=== board_reset_clock_ctrl ===
$ cat src/rtl/board_reset_clock_ctrl_pkg.sv
// Shared board clock/reset types and sizing helpers.
package board_reset_clock_ctrl_pkg;

  typedef enum logic [1:0] {
    HOLD  = 2'd0,
    RUN   = 2'd1,
    PRESS = 2'd2
  } rst_state_t;

  // A counter that never exceeds limit-1 needs at least one bit, even for tiny limits.
  function automatic int cnt_width(input int limit);
    return (limit > 2) ? $clog2(limit) : 1;
  endfunction

endpackage

$ cat src/rtl/board_reset_clock_ctrl_button_debouncer.sv
// Push-button synchroniser followed by a stable-level debounce counter.
module button_debouncer
  import board_reset_clock_ctrl_pkg::*;
#(
  parameter int SYNC_STAGES     = 2,
  parameter int DEBOUNCE_CYCLES = 1000000
) (
  input  logic clk,
  input  logic rst,
  input  logic btn_i,
  output logic btn_db_o
);

  localparam int              DB_W    = cnt_width(DEBOUNCE_CYCLES);
  localparam logic [DB_W-1:0] DB_LAST = DB_W'(DEBOUNCE_CYCLES - 1);

  logic [SYNC_STAGES-1:0] sync;
  logic [DB_W-1:0]        db_cnt;
  logic                   btn_s;

  assign btn_s = sync[SYNC_STAGES-1];

  // NOTE: every register in this file is written with <= so all flops update from
  // pre-edge values; a blocking = here would collapse the synchroniser into one stage.
  always_ff @(posedge clk) begin
    if (rst) begin
      sync     <= '0;
      db_cnt   <= '0;
      btn_db_o <= 1'b0;
    end else begin
      sync <= {sync[SYNC_STAGES-2:0], btn_i};
      if (btn_s == btn_db_o) begin
        db_cnt <= '0;
      end else if (db_cnt == DB_LAST) begin
        btn_db_o <= btn_s;
        db_cnt   <= '0;
      end else begin
        db_cnt <= db_cnt + DB_W'(1);
      end
    end
  end

endmodule

$ cat src/rtl/board_reset_clock_ctrl.sv
// Board clock divider, debounced reset button and stretched active-low SoC reset.
module board_reset_clock_ctrl
  import board_reset_clock_ctrl_pkg::*;
#(
  parameter int CLK_DIV           = 2,
  parameter int SYNC_STAGES       = 2,
  parameter int DEBOUNCE_CYCLES   = 1000000,
  parameter int RESET_HOLD_CYCLES = 16
) (
  input  logic       clk,
  input  logic       rst,
  input  logic       btn_i,
  output logic       clk_div_o,
  output logic       clk_en_o,
  output logic       soc_rst_n_o,
  output logic       btn_db_o,
  output logic [1:0] state_o
);

  localparam int                DIV_W     = cnt_width(CLK_DIV);
  localparam logic [DIV_W-1:0]  DIV_LAST  = DIV_W'(CLK_DIV - 1);
  localparam logic [DIV_W-1:0]  DIV_MID   = DIV_W'(CLK_DIV / 2 - 1);
  localparam int                HOLD_W    = cnt_width(RESET_HOLD_CYCLES);
  localparam logic [HOLD_W-1:0] HOLD_LAST = HOLD_W'(RESET_HOLD_CYCLES - 1);

  logic [DIV_W-1:0]  div_cnt;
  logic [HOLD_W-1:0] hold_cnt;
  rst_state_t        state;
  rst_state_t        next_state;

  button_debouncer #(
    .SYNC_STAGES    (SYNC_STAGES),
    .DEBOUNCE_CYCLES(DEBOUNCE_CYCLES)
  ) u_debouncer (
    .clk     (clk),
    .rst     (rst),
    .btn_i   (btn_i),
    .btn_db_o(btn_db_o)
  );

  // clk_div_o rises together with the clk_en_o pulse and falls half a period later.
  always_ff @(posedge clk) begin
    if (rst) begin
      div_cnt   <= '0;
      clk_div_o <= 1'b0;
      clk_en_o  <= 1'b0;
    end else begin
      div_cnt  <= (div_cnt == DIV_LAST) ? '0 : div_cnt + DIV_W'(1);
      clk_en_o <= (div_cnt == DIV_LAST);
      if (div_cnt == DIV_LAST) begin
        clk_div_o <= 1'b1;
      end else if (div_cnt == DIV_MID) begin
        clk_div_o <= 1'b0;
      end
    end
  end

  // NOTE: next_state gets a default before the case so no path leaves it unassigned
  // and no latch is inferred.
  always_comb begin
    next_state = state;
    unique case (state)
      HOLD: begin
        if (btn_db_o) begin
          next_state = PRESS;
        end else if (clk_en_o && hold_cnt == HOLD_LAST) begin
          next_state = RUN;
        end
      end
      RUN:     if (btn_db_o)  next_state = PRESS;
      PRESS:   if (!btn_db_o) next_state = HOLD;
      default: next_state = HOLD;
    endcase
  end

  // soc_rst_n_o follows next_state so the reset edge lines up with the state change.
  always_ff @(posedge clk) begin
    if (rst) begin
      state       <= HOLD;
      hold_cnt    <= '0;
      soc_rst_n_o <= 1'b0;
    end else begin
      state       <= next_state;
      soc_rst_n_o <= (next_state == RUN);
      if (state == HOLD && next_state == HOLD) begin
        if (clk_en_o) hold_cnt <= hold_cnt + HOLD_W'(1);
      end else begin
        hold_cnt <= '0;
      end
    end
  end

  assign state_o = state;

endmodule

$ cat config.mk
export PLATFORM = sky130hd
export DESIGN_NAME = board_reset_clock_ctrl
export DESIGN_NICKNAME = d
export VERILOG_FILES = /design/src/rtl/board_reset_clock_ctrl_pkg.sv /design/src/rtl/board_reset_clock_ctrl_button_debouncer.sv /design/src/rtl/board_reset_clock_ctrl.sv
export SDC_FILE = /design/constraint.sdc
export NUM_CORES = 1
export LEC_CHECK = 0
export CAP_MARGIN = 40
export CORE_MARGIN = 1.5
export CORE_UTILIZATION = 60
export DETAILED_ROUTE_END_ITERATION = 8
export GPL_ROUTABILITY_DRIVEN = 0
export PLACE_DENSITY = 0.81
export SYNTH_ARGS = -nofsm -noshare
export SYNTH_HDL_FRONTEND = slang
export SYNTH_SLANG_ARGS = --single-unit
export TNS_END_PERCENT = 30
$ cat constraint.sdc
create_clock -name clk -period 4.1 [get_ports clk]
set_input_delay 0.82 -clock clk [delete_from_list [all_inputs] [get_ports clk]]
set_output_delay 0.82 -clock clk [all_outputs]
set_load 0.02 [all_outputs]
=== demux_lane_deser_flat ===
`src/rtl/demux_lane_deser_pkg.sv`:
```
// rtl/demux_lane_deser_pkg.sv - shared constants and types for the demux lane deserializer
package demux_lane_deser_pkg;
    localparam int LANES  = 6;
    localparam int SEL_W  = 3;
    localparam int WORD_W = 8;
    localparam int CNT_W  = $clog2(WORD_W);

    typedef logic [SEL_W-1:0]  lane_idx_t;
    typedef logic [WORD_W-1:0] word_t;
    typedef logic [CNT_W-1:0]  cnt_t;

    function automatic lane_idx_t next_lane(input lane_idx_t g);
        return (g == lane_idx_t'(LANES - 1)) ? '0 : g + 1'b1;
    endfunction
endpackage

```
`src/rtl/demux_lane_deser_if.sv`:
```
// rtl/demux_lane_deser_if.sv - valid/ready word output port of the lane deserializer
interface demux_lane_deser_if;
    import demux_lane_deser_pkg::*;

    logic      out_valid;
    logic      out_ready;
    lane_idx_t out_lane;
    word_t     out_data;

    modport master (output out_valid, output out_lane, output out_data, input out_ready);
    modport slave  (input out_valid, input out_lane, input out_data, output out_ready);
endinterface

```
`src/rtl/demux_lane_deser_rr_arbiter_6.sv`:
```
// rtl/demux_lane_deser_rr_arbiter_6.sv - combinational round-robin pick over six lane requests
module rr_arbiter_6
    import demux_lane_deser_pkg::*;
(
    input  logic [LANES-1:0] req,
    input  lane_idx_t        ptr,
    output lane_idx_t        grant,
    output logic             any_grant
);
    logic [SEL_W:0] idx;

    always_comb begin
        grant     = '0;
        any_grant = 1'b0;
        idx       = '0;
        // walk from the farthest offset back toward ptr so the nearest requester wins
        for (int k = LANES - 1; k >= 0; k--) begin
            idx = {1'b0, ptr} + (SEL_W + 1)'(k);
            if (idx >= (SEL_W + 1)'(LANES)) begin
                idx = idx - (SEL_W + 1)'(LANES);
            end
            if (req[idx[SEL_W-1:0]]) begin
                grant     = idx[SEL_W-1:0];
                any_grant = 1'b1;
            end
        end
    end
endmodule

```
`src/rtl/demux_lane_deser.sv`:
```
// rtl/demux_lane_deser.sv - per-lane word assembly behind the 1:6 demux, one hold per lane,
// round-robin drain onto a single registered valid/ready output
module demux_lane_deser
    import demux_lane_deser_pkg::*;
(
    input  logic              clk,
    input  logic              rst,
    input  logic              bit_valid,
    input  lane_idx_t         sel,
    input  logic [LANES-1:0]  y,
    input  logic              lane_sync,
    demux_lane_deser_if.master dout,
    output logic [LANES-1:0]  overflow,
    input  logic              clear_ovf,
    output logic              sel_err
);
    // the shift register keeps only the WORD_W-1 earlier bits; the live bit completes the word
    logic [WORD_W-2:0] sr   [LANES];
    cnt_t              cnt  [LANES];
    word_t             hold [LANES];
    logic [LANES-1:0]  hold_full;
    logic [LANES-1:0]  hit;
    logic [LANES-1:0]  done;
    logic [LANES-1:0]  xfer;
    logic [LANES-1:0]  ovf_set;
    lane_idx_t         ptr;
    lane_idx_t         grant;
    logic              any_grant;
    logic              load;

    rr_arbiter_6 u_arb (
        .req       (hold_full),
        .ptr       (ptr),
        .grant     (grant),
        .any_grant (any_grant)
    );

    assign load = any_grant && (!dout.out_valid || dout.out_ready);

    always_comb begin
        hit     = '0;
        done    = '0;
        xfer    = '0;
        ovf_set = '0;
        for (int i = 0; i < LANES; i++) begin
            hit[i]     = bit_valid && !lane_sync && (sel == lane_idx_t'(i));
            done[i]    = hit[i] && (cnt[i] == cnt_t'(WORD_W - 1));
            xfer[i]    = load && (grant == lane_idx_t'(i));
            // a hold emptied by this cycle's transfer may take the new word
            ovf_set[i] = done[i] && hold_full[i] && !xfer[i];
        end
    end

    always_ff @(posedge clk) begin
        if (rst) begin
            for (int i = 0; i < LANES; i++) begin
                sr[i]   <= '0;
                cnt[i]  <= '0;
                hold[i] <= '0;
            end
            hold_full      <= '0;
            ptr            <= '0;
            overflow       <= '0;
            sel_err        <= 1'b0;
            dout.out_valid <= 1'b0;
            dout.out_lane  <= '0;
            dout.out_data  <= '0;
        end else begin
            sel_err <= bit_valid && (sel >= lane_idx_t'(LANES));

            for (int i = 0; i < LANES; i++) begin
                if (lane_sync) begin
                    sr[i]  <= '0;
                    cnt[i] <= '0;
                end else if (hit[i]) begin
                    sr[i]  <= {sr[i][WORD_W-3:0], y[i]};
                    cnt[i] <= done[i] ? '0 : cnt[i] + 1'b1;
                end

                if (done[i] && !ovf_set[i]) begin
                    hold[i]      <= {sr[i], y[i]};
                    hold_full[i] <= 1'b1;
                end else if (xfer[i]) begin
                    hold_full[i] <= 1'b0;
                end

                if (ovf_set[i]) begin
                    overflow[i] <= 1'b1;
                end else if (clear_ovf) begin
                    overflow[i] <= 1'b0;
                end
            end

            if (load) begin
                dout.out_valid <= 1'b1;
                dout.out_lane  <= grant;
                dout.out_data  <= hold[grant];
                ptr            <= next_lane(grant);
            end else if (dout.out_ready) begin
                dout.out_valid <= 1'b0;
            end
        end
    end
endmodule
```
`src/flat_wrapper.sv`:
```
// flat-port wrapper written by rule: the top's interface ports become plain ports
module demux_lane_deser_flat import demux_lane_deser_pkg::*;
  (clk, rst, bit_valid, sel, y, lane_sync, overflow, clear_ovf, sel_err, dout_out_valid, dout_out_lane, dout_out_data, dout_out_ready);
  demux_lane_deser_if dout_i ();
  input  logic clk;
  input  logic rst;
  input  logic bit_valid;
  input  lane_idx_t sel;
  input  logic [LANES-1:0] y;
  input  logic lane_sync;
  output logic [LANES-1:0] overflow;
  input  logic clear_ovf;
  output logic sel_err;
  output wire logic [$bits(dout_i.out_valid)-1:0] dout_out_valid;
  output wire logic [$bits(dout_i.out_lane)-1:0] dout_out_lane;
  output wire logic [$bits(dout_i.out_data)-1:0] dout_out_data;
  input wire logic [$bits(dout_i.out_ready)-1:0] dout_out_ready;
  assign dout_out_valid = dout_i.out_valid;
  assign dout_out_lane = dout_i.out_lane;
  assign dout_out_data = dout_i.out_data;
  assign dout_i.out_ready = dout_out_ready;
  demux_lane_deser u_core (.clk(clk), .rst(rst), .bit_valid(bit_valid), .sel(sel), .y(y), .lane_sync(lane_sync), .dout(dout_i), .overflow(overflow), .clear_ovf(clear_ovf), .sel_err(sel_err));
endmodule
```
`config.mk`:
```
export PLATFORM = sky130hd
export DESIGN_NAME = demux_lane_deser_flat
export DESIGN_NICKNAME = d
export VERILOG_FILES = /design/src/rtl/demux_lane_deser_pkg.sv /design/src/rtl/demux_lane_deser_if.sv /design/src/rtl/demux_lane_deser_rr_arbiter_6.sv /design/src/rtl/demux_lane_deser.sv /design/src/flat_wrapper.sv
export SDC_FILE = /design/constraint.sdc
export NUM_CORES = 1
export LEC_CHECK = 0
export CORE_MARGIN = 5
export CORE_UTILIZATION = 64
export CTS_BUF_LIST = sky130_fd_sc_hd__clkbuf_2 sky130_fd_sc_hd__clkbuf_4 sky130_fd_sc_hd__clkbuf_8
export DETAILED_ROUTE_END_ITERATION = 7
export PLACE_DENSITY = 0.9
export SLEW_MARGIN = 40
export SYNTH_ARGS = -nofsm -noshare
export SYNTH_HDL_FRONTEND = slang
export SYNTH_SLANG_ARGS = --single-unit
```
`constraint.sdc`:
```
create_clock -name clk -period 7.9 [get_ports clk]
set_clock_uncertainty 0.15 [all_clocks]
set_input_delay 1.58 -clock clk [delete_from_list [all_inputs] [get_ports clk]]
set_output_delay 1.58 -clock clk [all_outputs]
set_load 0.03 [all_outputs]
```
=== pc_sequencer ===
### config.mk
export PLATFORM = sky130hd
export DESIGN_NAME = pc_sequencer
export DESIGN_NICKNAME = d
export VERILOG_FILES = /design/src/rtl/pc_sequencer_pkg.sv /design/src/rtl/pc_sequencer_pc_reg.sv /design/src/rtl/pc_sequencer.sv
export SDC_FILE = /design/constraint.sdc
export NUM_CORES = 1
export LEC_CHECK = 0
export CAP_MARGIN = 5
export CORE_MARGIN = 4
export CORE_UTILIZATION = 44
export CTS_CLUSTER_SIZE = 30
export DETAILED_ROUTE_END_ITERATION = 12
export PLACE_DENSITY = 0.81
export SYNTH_ARGS = -nofsm -noshare
export SYNTH_HDL_FRONTEND = slang
export SYNTH_HIERARCHICAL = 1
export SYNTH_SLANG_ARGS = --single-unit
### constraint.sdc
create_clock -name clk -period 2.81 [get_ports clk]
set_input_delay 0.281 -clock clk [delete_from_list [all_inputs] [get_ports clk]]
set_output_delay 0.281 -clock clk [all_outputs]
set_load 0.02 [all_outputs]
### src/rtl/pc_sequencer_pkg.sv
// pc_sequencer_pkg
// Shared constants for the fetch sequencer: reset/handler vectors, the
// FETCH/ISSUE state encodings and a word-alignment helper.
package pc_sequencer_pkg;

  localparam logic [31:0] INITIAL_ADDRESS = 32'h0000_3000;
  localparam logic [31:0] HANDLER_ADDRESS = 32'h0000_4180;

  localparam logic [0:0] SEQ_FETCH = 1'b0;
  localparam logic [0:0] SEQ_ISSUE = 1'b1;

  // Redirect targets are word addresses; the two low bits are dropped.
  function automatic logic [31:0] word_align(input logic [31:0] addr);
    return {addr[31:2], 2'b00};
  endfunction

endpackage

### src/rtl/pc_sequencer_pc_reg.sv
// pc_reg
// 32-bit program-counter register with synchronous active-high reset to
// INIT_ADDR and a write enable.
// Ports:
//   clk, reset : clock, synchronous active-high reset
//   i_we       : load i_d on the next rising edge
//   i_d        : next PC value
//   o_q        : current PC value
module pc_reg
  import pc_sequencer_pkg::*;
#(
  parameter logic [31:0] INIT_ADDR = INITIAL_ADDRESS
) (
  input  logic        clk,
  input  logic        reset,
  input  logic        i_we,
  input  logic [31:0] i_d,
  output logic [31:0] o_q
);

  logic [31:0] r_q;

  always_ff @(posedge clk) begin
    if (reset) begin
      r_q <= INIT_ADDR;
    end else if (i_we) begin
      r_q <= i_d;
    end
  end

  assign o_q = r_q;

endmodule

### src/rtl/pc_sequencer.sv
// pc_sequencer
// Fetch sequencer: owns the PC and the instruction-memory request handshake
// and selects the next PC (sequential, branch, jump and, optionally,
// exception entry/return). One instruction takes FETCH (request until ack)
// followed by ISSUE (instruction valid until not stalled, then retire).
//
// Optional feature macro: PC_SEQUENCER_EXC_EN adds exc_req, eret and epc.
//
// Handshake: in FETCH imem_req is high and the state advances on the first
// cycle imem_ack is high; imem_ack outside FETCH is ignored. In ISSUE
// instr_valid is high and the instruction retires on the first cycle stall
// is low; redirect inputs are sampled only on that retiring cycle.
//
// Ports:
//   clk, reset              : clock, synchronous active-high reset
//   stall                   : hold the issuing instruction
//   br_taken, br_target     : taken conditional branch and its destination
//   jmp, jmp_target         : unconditional jump and its destination
//   exc_req, eret           : exception entry / return (PC_SEQUENCER_EXC_EN)
//   imem_req, imem_addr     : fetch request and address (address == pc)
//   imem_ack                : instruction returned this cycle
//   instr_valid             : fetched instruction is issuing
//   pc                      : current PC
//   epc                     : saved exception PC (PC_SEQUENCER_EXC_EN)
//   icount                  : retired-instruction counter
//   dbg_state               : current FSM state (SEQ_FETCH / SEQ_ISSUE)
module pc_sequencer
  import pc_sequencer_pkg::*;
#(
  parameter logic [31:0] INIT_ADDR    = INITIAL_ADDRESS,
  parameter logic [31:0] HANDLER_ADDR = HANDLER_ADDRESS
) (
  input  logic        clk,
  input  logic        reset,
  input  logic        stall,
  input  logic        br_taken,
  input  logic [31:0] br_target,
  input  logic        jmp,
  input  logic [31:0] jmp_target,
`ifdef PC_SEQUENCER_EXC_EN
  input  logic        exc_req,
  input  logic        eret,
  output logic [31:0] epc,
`endif
  output logic        imem_req,
  output logic [31:0] imem_addr,
  input  logic        imem_ack,
  output logic        instr_valid,
  output logic [31:0] pc,
  output logic [31:0] icount,
  output logic [0:0]  dbg_state
);

  logic [0:0]  r_state;
  logic [31:0] r_icount;
  logic [31:0] w_pc;
  logic [31:0] w_next_pc;
  logic        w_retire;

  assign w_retire = (r_state == SEQ_ISSUE) && !stall;

  always_ff @(posedge clk) begin
    if (reset) begin
      r_state <= SEQ_FETCH;
    end else begin
      case (r_state)
        SEQ_FETCH: if (imem_ack) r_state <= SEQ_ISSUE;
        SEQ_ISSUE: if (!stall)   r_state <= SEQ_FETCH;
        default:                 r_state <= SEQ_FETCH;
      endcase
    end
  end

  always_ff @(posedge clk) begin
    if (reset) begin
      r_icount <= 32'd0;
    end else if (w_retire) begin
      r_icount <= r_icount + 32'd1;
    end
  end

`ifdef PC_SEQUENCER_EXC_EN
  logic [31:0] r_epc;

  always_ff @(posedge clk) begin
    if (reset) begin
      r_epc <= 32'd0;
    end else if (w_retire && exc_req) begin
      r_epc <= w_pc;
    end
  end

  always_comb begin
    w_next_pc = w_pc + 32'd4;
    if (exc_req)       w_next_pc = word_align(HANDLER_ADDR);
    else if (eret)     w_next_pc = word_align(r_epc);
    else if (jmp)      w_next_pc = word_align(jmp_target);
    else if (br_taken) w_next_pc = word_align(br_target);
  end

  assign epc = r_epc;
`else
  // HANDLER_ADDR has no role without exception support.
  logic w_unused_handler;
  assign w_unused_handler = ^HANDLER_ADDR;

  always_comb begin
    w_next_pc = w_pc + 32'd4;
    if (jmp)           w_next_pc = word_align(jmp_target);
    else if (br_taken) w_next_pc = word_align(br_target);
  end
`endif

  pc_reg #(
    .INIT_ADDR (INIT_ADDR)
  ) u_pc_reg (
    .clk   (clk),
    .reset (reset),
    .i_we  (w_retire),
    .i_d   (w_next_pc),
    .o_q   (w_pc)
  );

  assign imem_req    = (r_state == SEQ_FETCH);
  assign instr_valid = (r_state == SEQ_ISSUE);
  assign imem_addr   = w_pc;
  assign pc          = w_pc;
  assign icount      = r_icount;
  assign dbg_state   = r_state;

endmodule


==> layout pictures side by side <==
Cells colored by class.
Bar = 20 µm.
picture 1
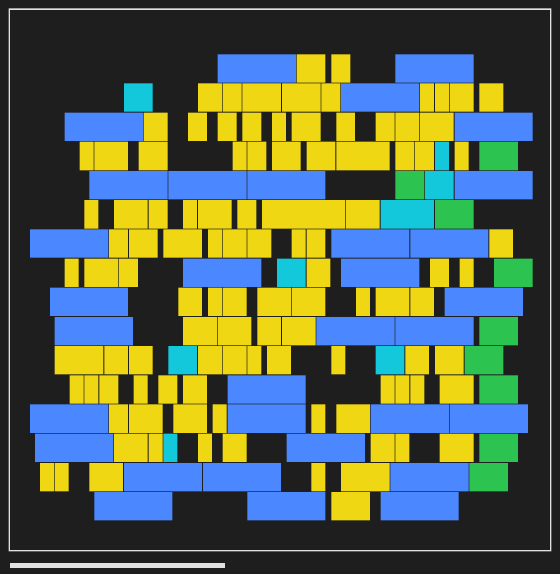
picture 2
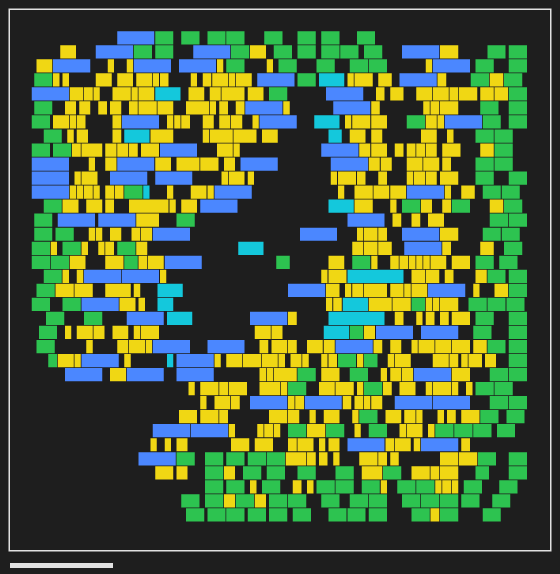
picture 3
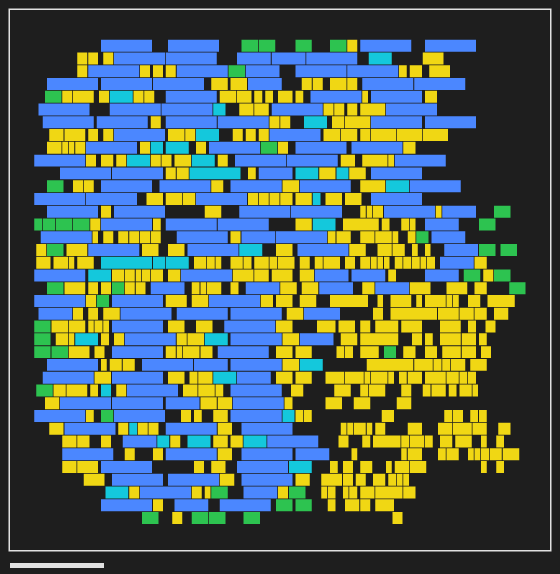
Of these, fewest sequential cells: picture 1
Of these, largest die: picture 3
| from | picture |
|---|---|
| board_reset_clock_ctrl | picture 1 |
| demux_lane_deser_flat | picture 3 |
| pc_sequencer | picture 2 |

pc_sequencer/clocks.png
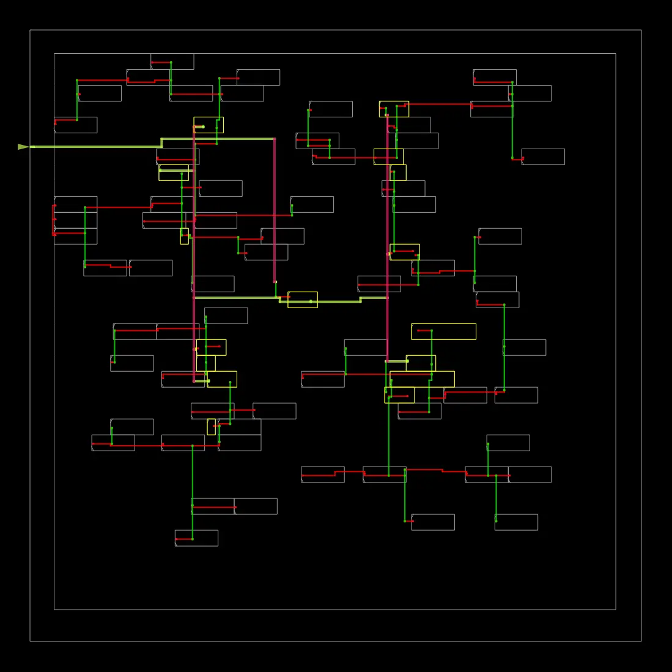
worst clock skew on the final layout: 14.3 ps
TritonCTS sink count: 65

==> impl_metrics.xml, pc_sequencer <==
<?xml version="1.0" encoding="UTF-8"?>
<metrics>
  <group name="yosys">
    <metric name="synth_top_cell_by_count" unit="">sky130_fd_sc_hd__nor2_1</metric>
    <metric name="synth.largest_area_cell" unit="">sky130_fd_sc_hd__dfxtp_1</metric>
    <metric name="synthAoiAreaFrac" unit="%">8.64</metric>
    <metric name="post_synth_mux_area_share" unit="%">10.1</metric>
  </group>
  <group name="setup_path">
    <metric name="worstPathRequired" unit="ps">3080</metric>
    <metric name="path_delay_family" unit="">simple AND/OR/NAND/NOR gates</metric>
    <metric name="r2r_slack" unit="ps">450</metric>
    <metric name="worst_path_largest_cell_delay" unit="ps">560</metric>
  </group>
  <group name="layout">
    <metric name="comb_area_share" unit="%">41.0</metric>
    <metric name="stdcell_area" unit="µm²">5730</metric>
    <metric name="sh_seq_area" unit="%">22.7</metric>
  </group>
  <group name="power">
    <metric name="clockPowerShare" unit="%">40.0</metric>
  </group>
  <group name="status">
    <metric name="outcome" unit="">completed</metric>
  </group>
  <group name="drt">
    <metric name="total_vias_in_the_final_route" unit="">3908</metric>
  </group>
  <group name="sta">
    <metric name="final_critical_path_required_period" unit="ps">2360</metric>
    <metric name="post-route-worst-setup-slack" unit="ps">454</metric>
  </group>
  <group name="clock_tree">
    <metric name="worstSkewPairLatency" unit="ps">340</metric>
    <metric name="cts-root-buf" unit="">sky130_fd_sc_hd__clkbuf_8</metric>
  </group>
  <group name="flow_run">
    <metric name="cap_viol_max_count" unit="">0</metric>
  </group>
</metrics>
[pc_sequencer: how the worst min path moves through the flow]
stage,end,slack (ps),depth (start not counted)
after detailed placement,icount[10]$_SDFFE_PP0P_,520,2
after global routing,icount[5]$_SDFFE_PP0P_,440,2
after CTS,icount[5]$_SDFFE_PP0P_,410,2
final,icount[5]$_SDFFE_PP0P_,430,2
after global placement,icount[9]$_SDFFE_PP0P_,500,2
after floorplan,u_pc_reg/o_q[12]$_SDFFE_PP1P_,380,1
board_reset_clock_ctrl/sizes.png
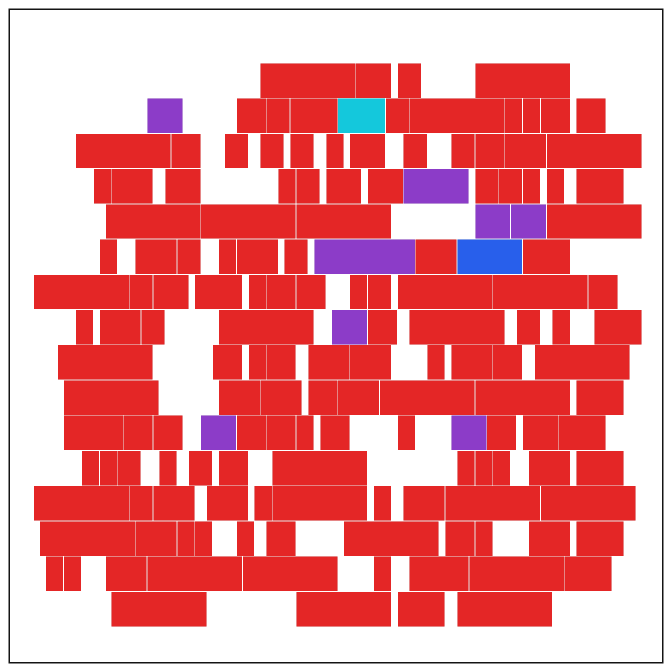
legend:
  blue:
    size: _6 and larger
    cells: 1
    share: 0.65%
    most_used: clkbuf_8
  purple:
    size: _3 and _4 cells
    cells: 8
    share: 5.2%
    most_used: clkbuf_4
  cyan:
    size: _2 cells
    cells: 1
    share: 0.65%
    most_used: nand3_2
  red:
    size: _0 and _1 cells
    cells: 145
    share: 94%
    most_used: dfxtp_1
post-synthesis to final-layout area growth: 10.9%
post-route cell area: 1490 µm²
number of non-clock buffers: 9
final worst setup slack: 1820 ps

==> impl_metrics.xml, board_reset_clock_ctrl <==
<?xml version="1.0" encoding="UTF-8"?>
<metrics>
  <group name="clock_tree">
    <metric name="path_clk_slew" unit="ps">90</metric>
    <metric name="worstSkewPairLatency" unit="ps">330</metric>
  </group>
  <group name="power">
    <metric name="p_sw_share" unit="%">21.1</metric>
    <metric name="power.static_leakage" unit="nW">0.507</metric>
    <metric name="pwr.group.clock" unit="mW">0.183</metric>
  </group>
  <group name="setup_path">
    <metric name="worst_path_cell_chain" unit="">clkdlybuf4s50_1</metric>
    <metric name="worst-path-stages" unit="">1</metric>
    <metric name="setup.worst_path.start_class" unit="">register</metric>
    <metric name="worst_path_largest_cell_delay" unit="ps">660</metric>
  </group>
  <group name="layout">
    <metric name="fill_cell_instance_count_of_the_final_layout" unit="">157</metric>
    <metric name="comb_cells" unit="">103</metric>
    <metric name="postLayoutCoreUtil" unit="%">73.0</metric>
    <metric name="inverters" unit="">3</metric>
  </group>
  <group name="status">
    <metric name="outcome" unit="">completed</metric>
  </group>
  <group name="yosys">
    <metric name="ys_dominant_reg_cell" unit="">sky130_fd_sc_hd__dfxtp_1</metric>
    <metric name="synth.comb.largest_family" unit="">simple AND/OR/NAND/NOR gates</metric>
    <metric name="ys_chip_area" unit="µm²">1340</metric>
    <metric name="netlist.area_leader.share" unit="%">47.7</metric>
  </group>
  <group name="global_route">
    <metric name="gr-usage-all-layers" unit="%">22.0</metric>
  </group>
  <group name="sta">
    <metric name="worst_slew_pin_slew" unit="ps">394</metric>
  </group>
</metrics>
[board_reset_clock_ctrl: per-layer routing]
layer	GRT usage, %	vias to the layer above	share of wire [%]
met4	11.3	0	2.2
met2	39.0	22	48
met1	23.5	485	45
met3	6.55	8	4.4
li1	-	524	-
met5	0	-	0
[board_reset_clock_ctrl: sequential cells by signal (all words and copies together), names as in the netlist]
register and flops:
u_debouncer.db_cnt 20, hold_cnt 4, state_o 2, u_debouncer.sync 2, clk_div_o 1, div_cnt 1, soc_rst_n_o 1, u_debouncer.btn_db_o 1
demux_lane_deser_flat/layer_met1.png
Supply wires on this layer in gray.
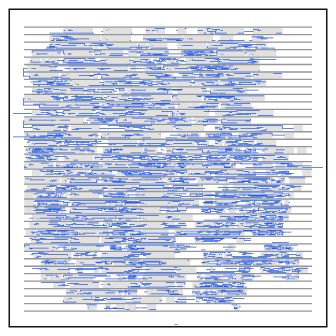
longest straight run: 36.2 µm
share of all routed wire: 41%
nets with wire on the layer: 599

==> impl_metrics.xml, demux_lane_deser_flat <==
<?xml version="1.0" encoding="UTF-8"?>
<metrics>
  <group name="min_path">
    <metric name="hold_path_depth" unit="">2</metric>
    <metric name="hp-class" unit="">reg -&gt; reg</metric>
  </group>
  <group name="yosys">
    <metric name="synthCells" unit="">570</metric>
    <metric name="netlist_top_cells_area" unit="">sky130_fd_sc_hd__edfxtp_1 46%, sky130_fd_sc_hd__dfxtp_1 7.9%, sky130_fd_sc_hd__mux2i_1 4.5%</metric>
    <metric name="postSynthNetCount" unit="">605</metric>
    <metric name="yosysUniqueCellTypes" unit="">74</metric>
  </group>
  <group name="sta">
    <metric name="setup_total_negative_slack" unit="ps">0</metric>
    <metric name="finalHoldViolations" unit="">0</metric>
    <metric name="setup_viol" unit="">0</metric>
  </group>
  <group name="global_route">
    <metric name="met3_usage" unit="%">5.74</metric>
    <metric name="global_route_wire_length_before_repair" unit="µm">25400</metric>
    <metric name="grt-busiest-layer" unit="">met2</metric>
  </group>
  <group name="setup_path">
    <metric name="r2r.worst_path.cells" unit="">11</metric>
    <metric name="critical_r2r_launch" unit="">u_core.ptr[0]$_SDFFE_PP0P_</metric>
    <metric name="cp_num_buf_inv" unit="">2</metric>
  </group>
  <group name="floorplan">
    <metric name="tapcell.inserted" unit="">140</metric>
    <metric name="dieHeight" unit="µm">115</metric>
  </group>
  <group name="drt">
    <metric name="post_drt_wl_per_cell" unit="µm">21.6</metric>
    <metric name="total_vias_in_the_final_route" unit="">4879</metric>
  </group>
  <group name="layout">
    <metric name="largest_register_ffs" unit="">48</metric>
    <metric name="final_layout_size_suffix_gt1_share" unit="%">13.0</metric>
    <metric name="layout.cells.largest_class" unit="">sequential cells</metric>
    <metric name="clkCellAreaFrac" unit="%">5.23</metric>
  </group>
  <group name="clock_tree">
    <metric name="cts_resized" unit="">0</metric>
    <metric name="cts-buffers-inserted" unit="">17</metric>
    <metric name="cts_tree" unit="">built</metric>
  </group>
  <group name="status">
    <metric name="outcome" unit="">completed</metric>
  </group>
</metrics>
demux_lane_deser_flat: through the flow:
step / hold slack [ps] / instance area (µm²) / setup slack, ps / total power [mW]
global route: 383 / 7850 / 2750 / 1.48
floorplan: 347 / 7060 / 4030 / 0.846
detailed placement: 309 / 7410 / 3190 / 0.871
finish: 322 / 7850 / 3010 / 1.44
global placement: 319 / 7410 / 3070 / 0.866
CTS: 319 / 7820 / 3170 / 1.44
demux_lane_deser_flat: where the power goes:
group | internal, mW | switching [mW]
Combinational | 0.0191 | 0.0347
Clock | 0.327 | 0.256
Sequential | 0.794 | 0.0110


## Gallery

Clock network drawn from the DEF.
panel A
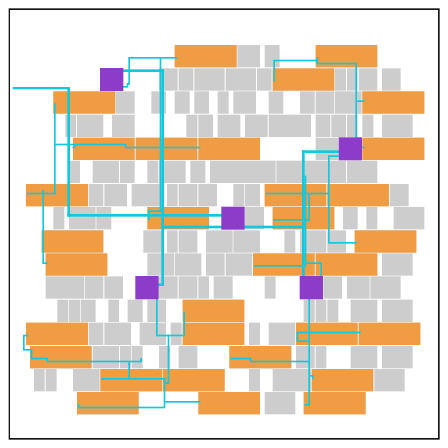
panel B
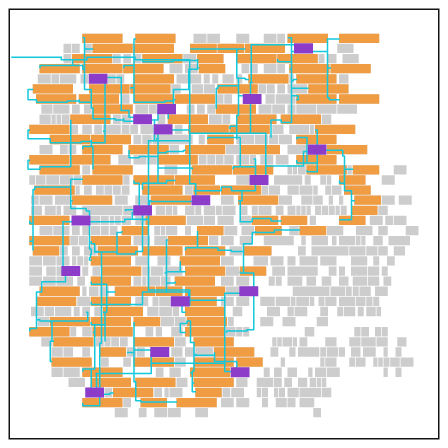
panel C
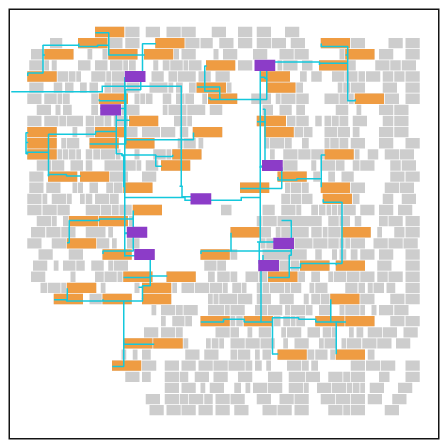
| from | picture |
|---|---|
| demux_lane_deser_flat | panel B |
| pc_sequencer | panel C |
| board_reset_clock_ctrl | panel A |

Power and IR drop assume default switching activity.
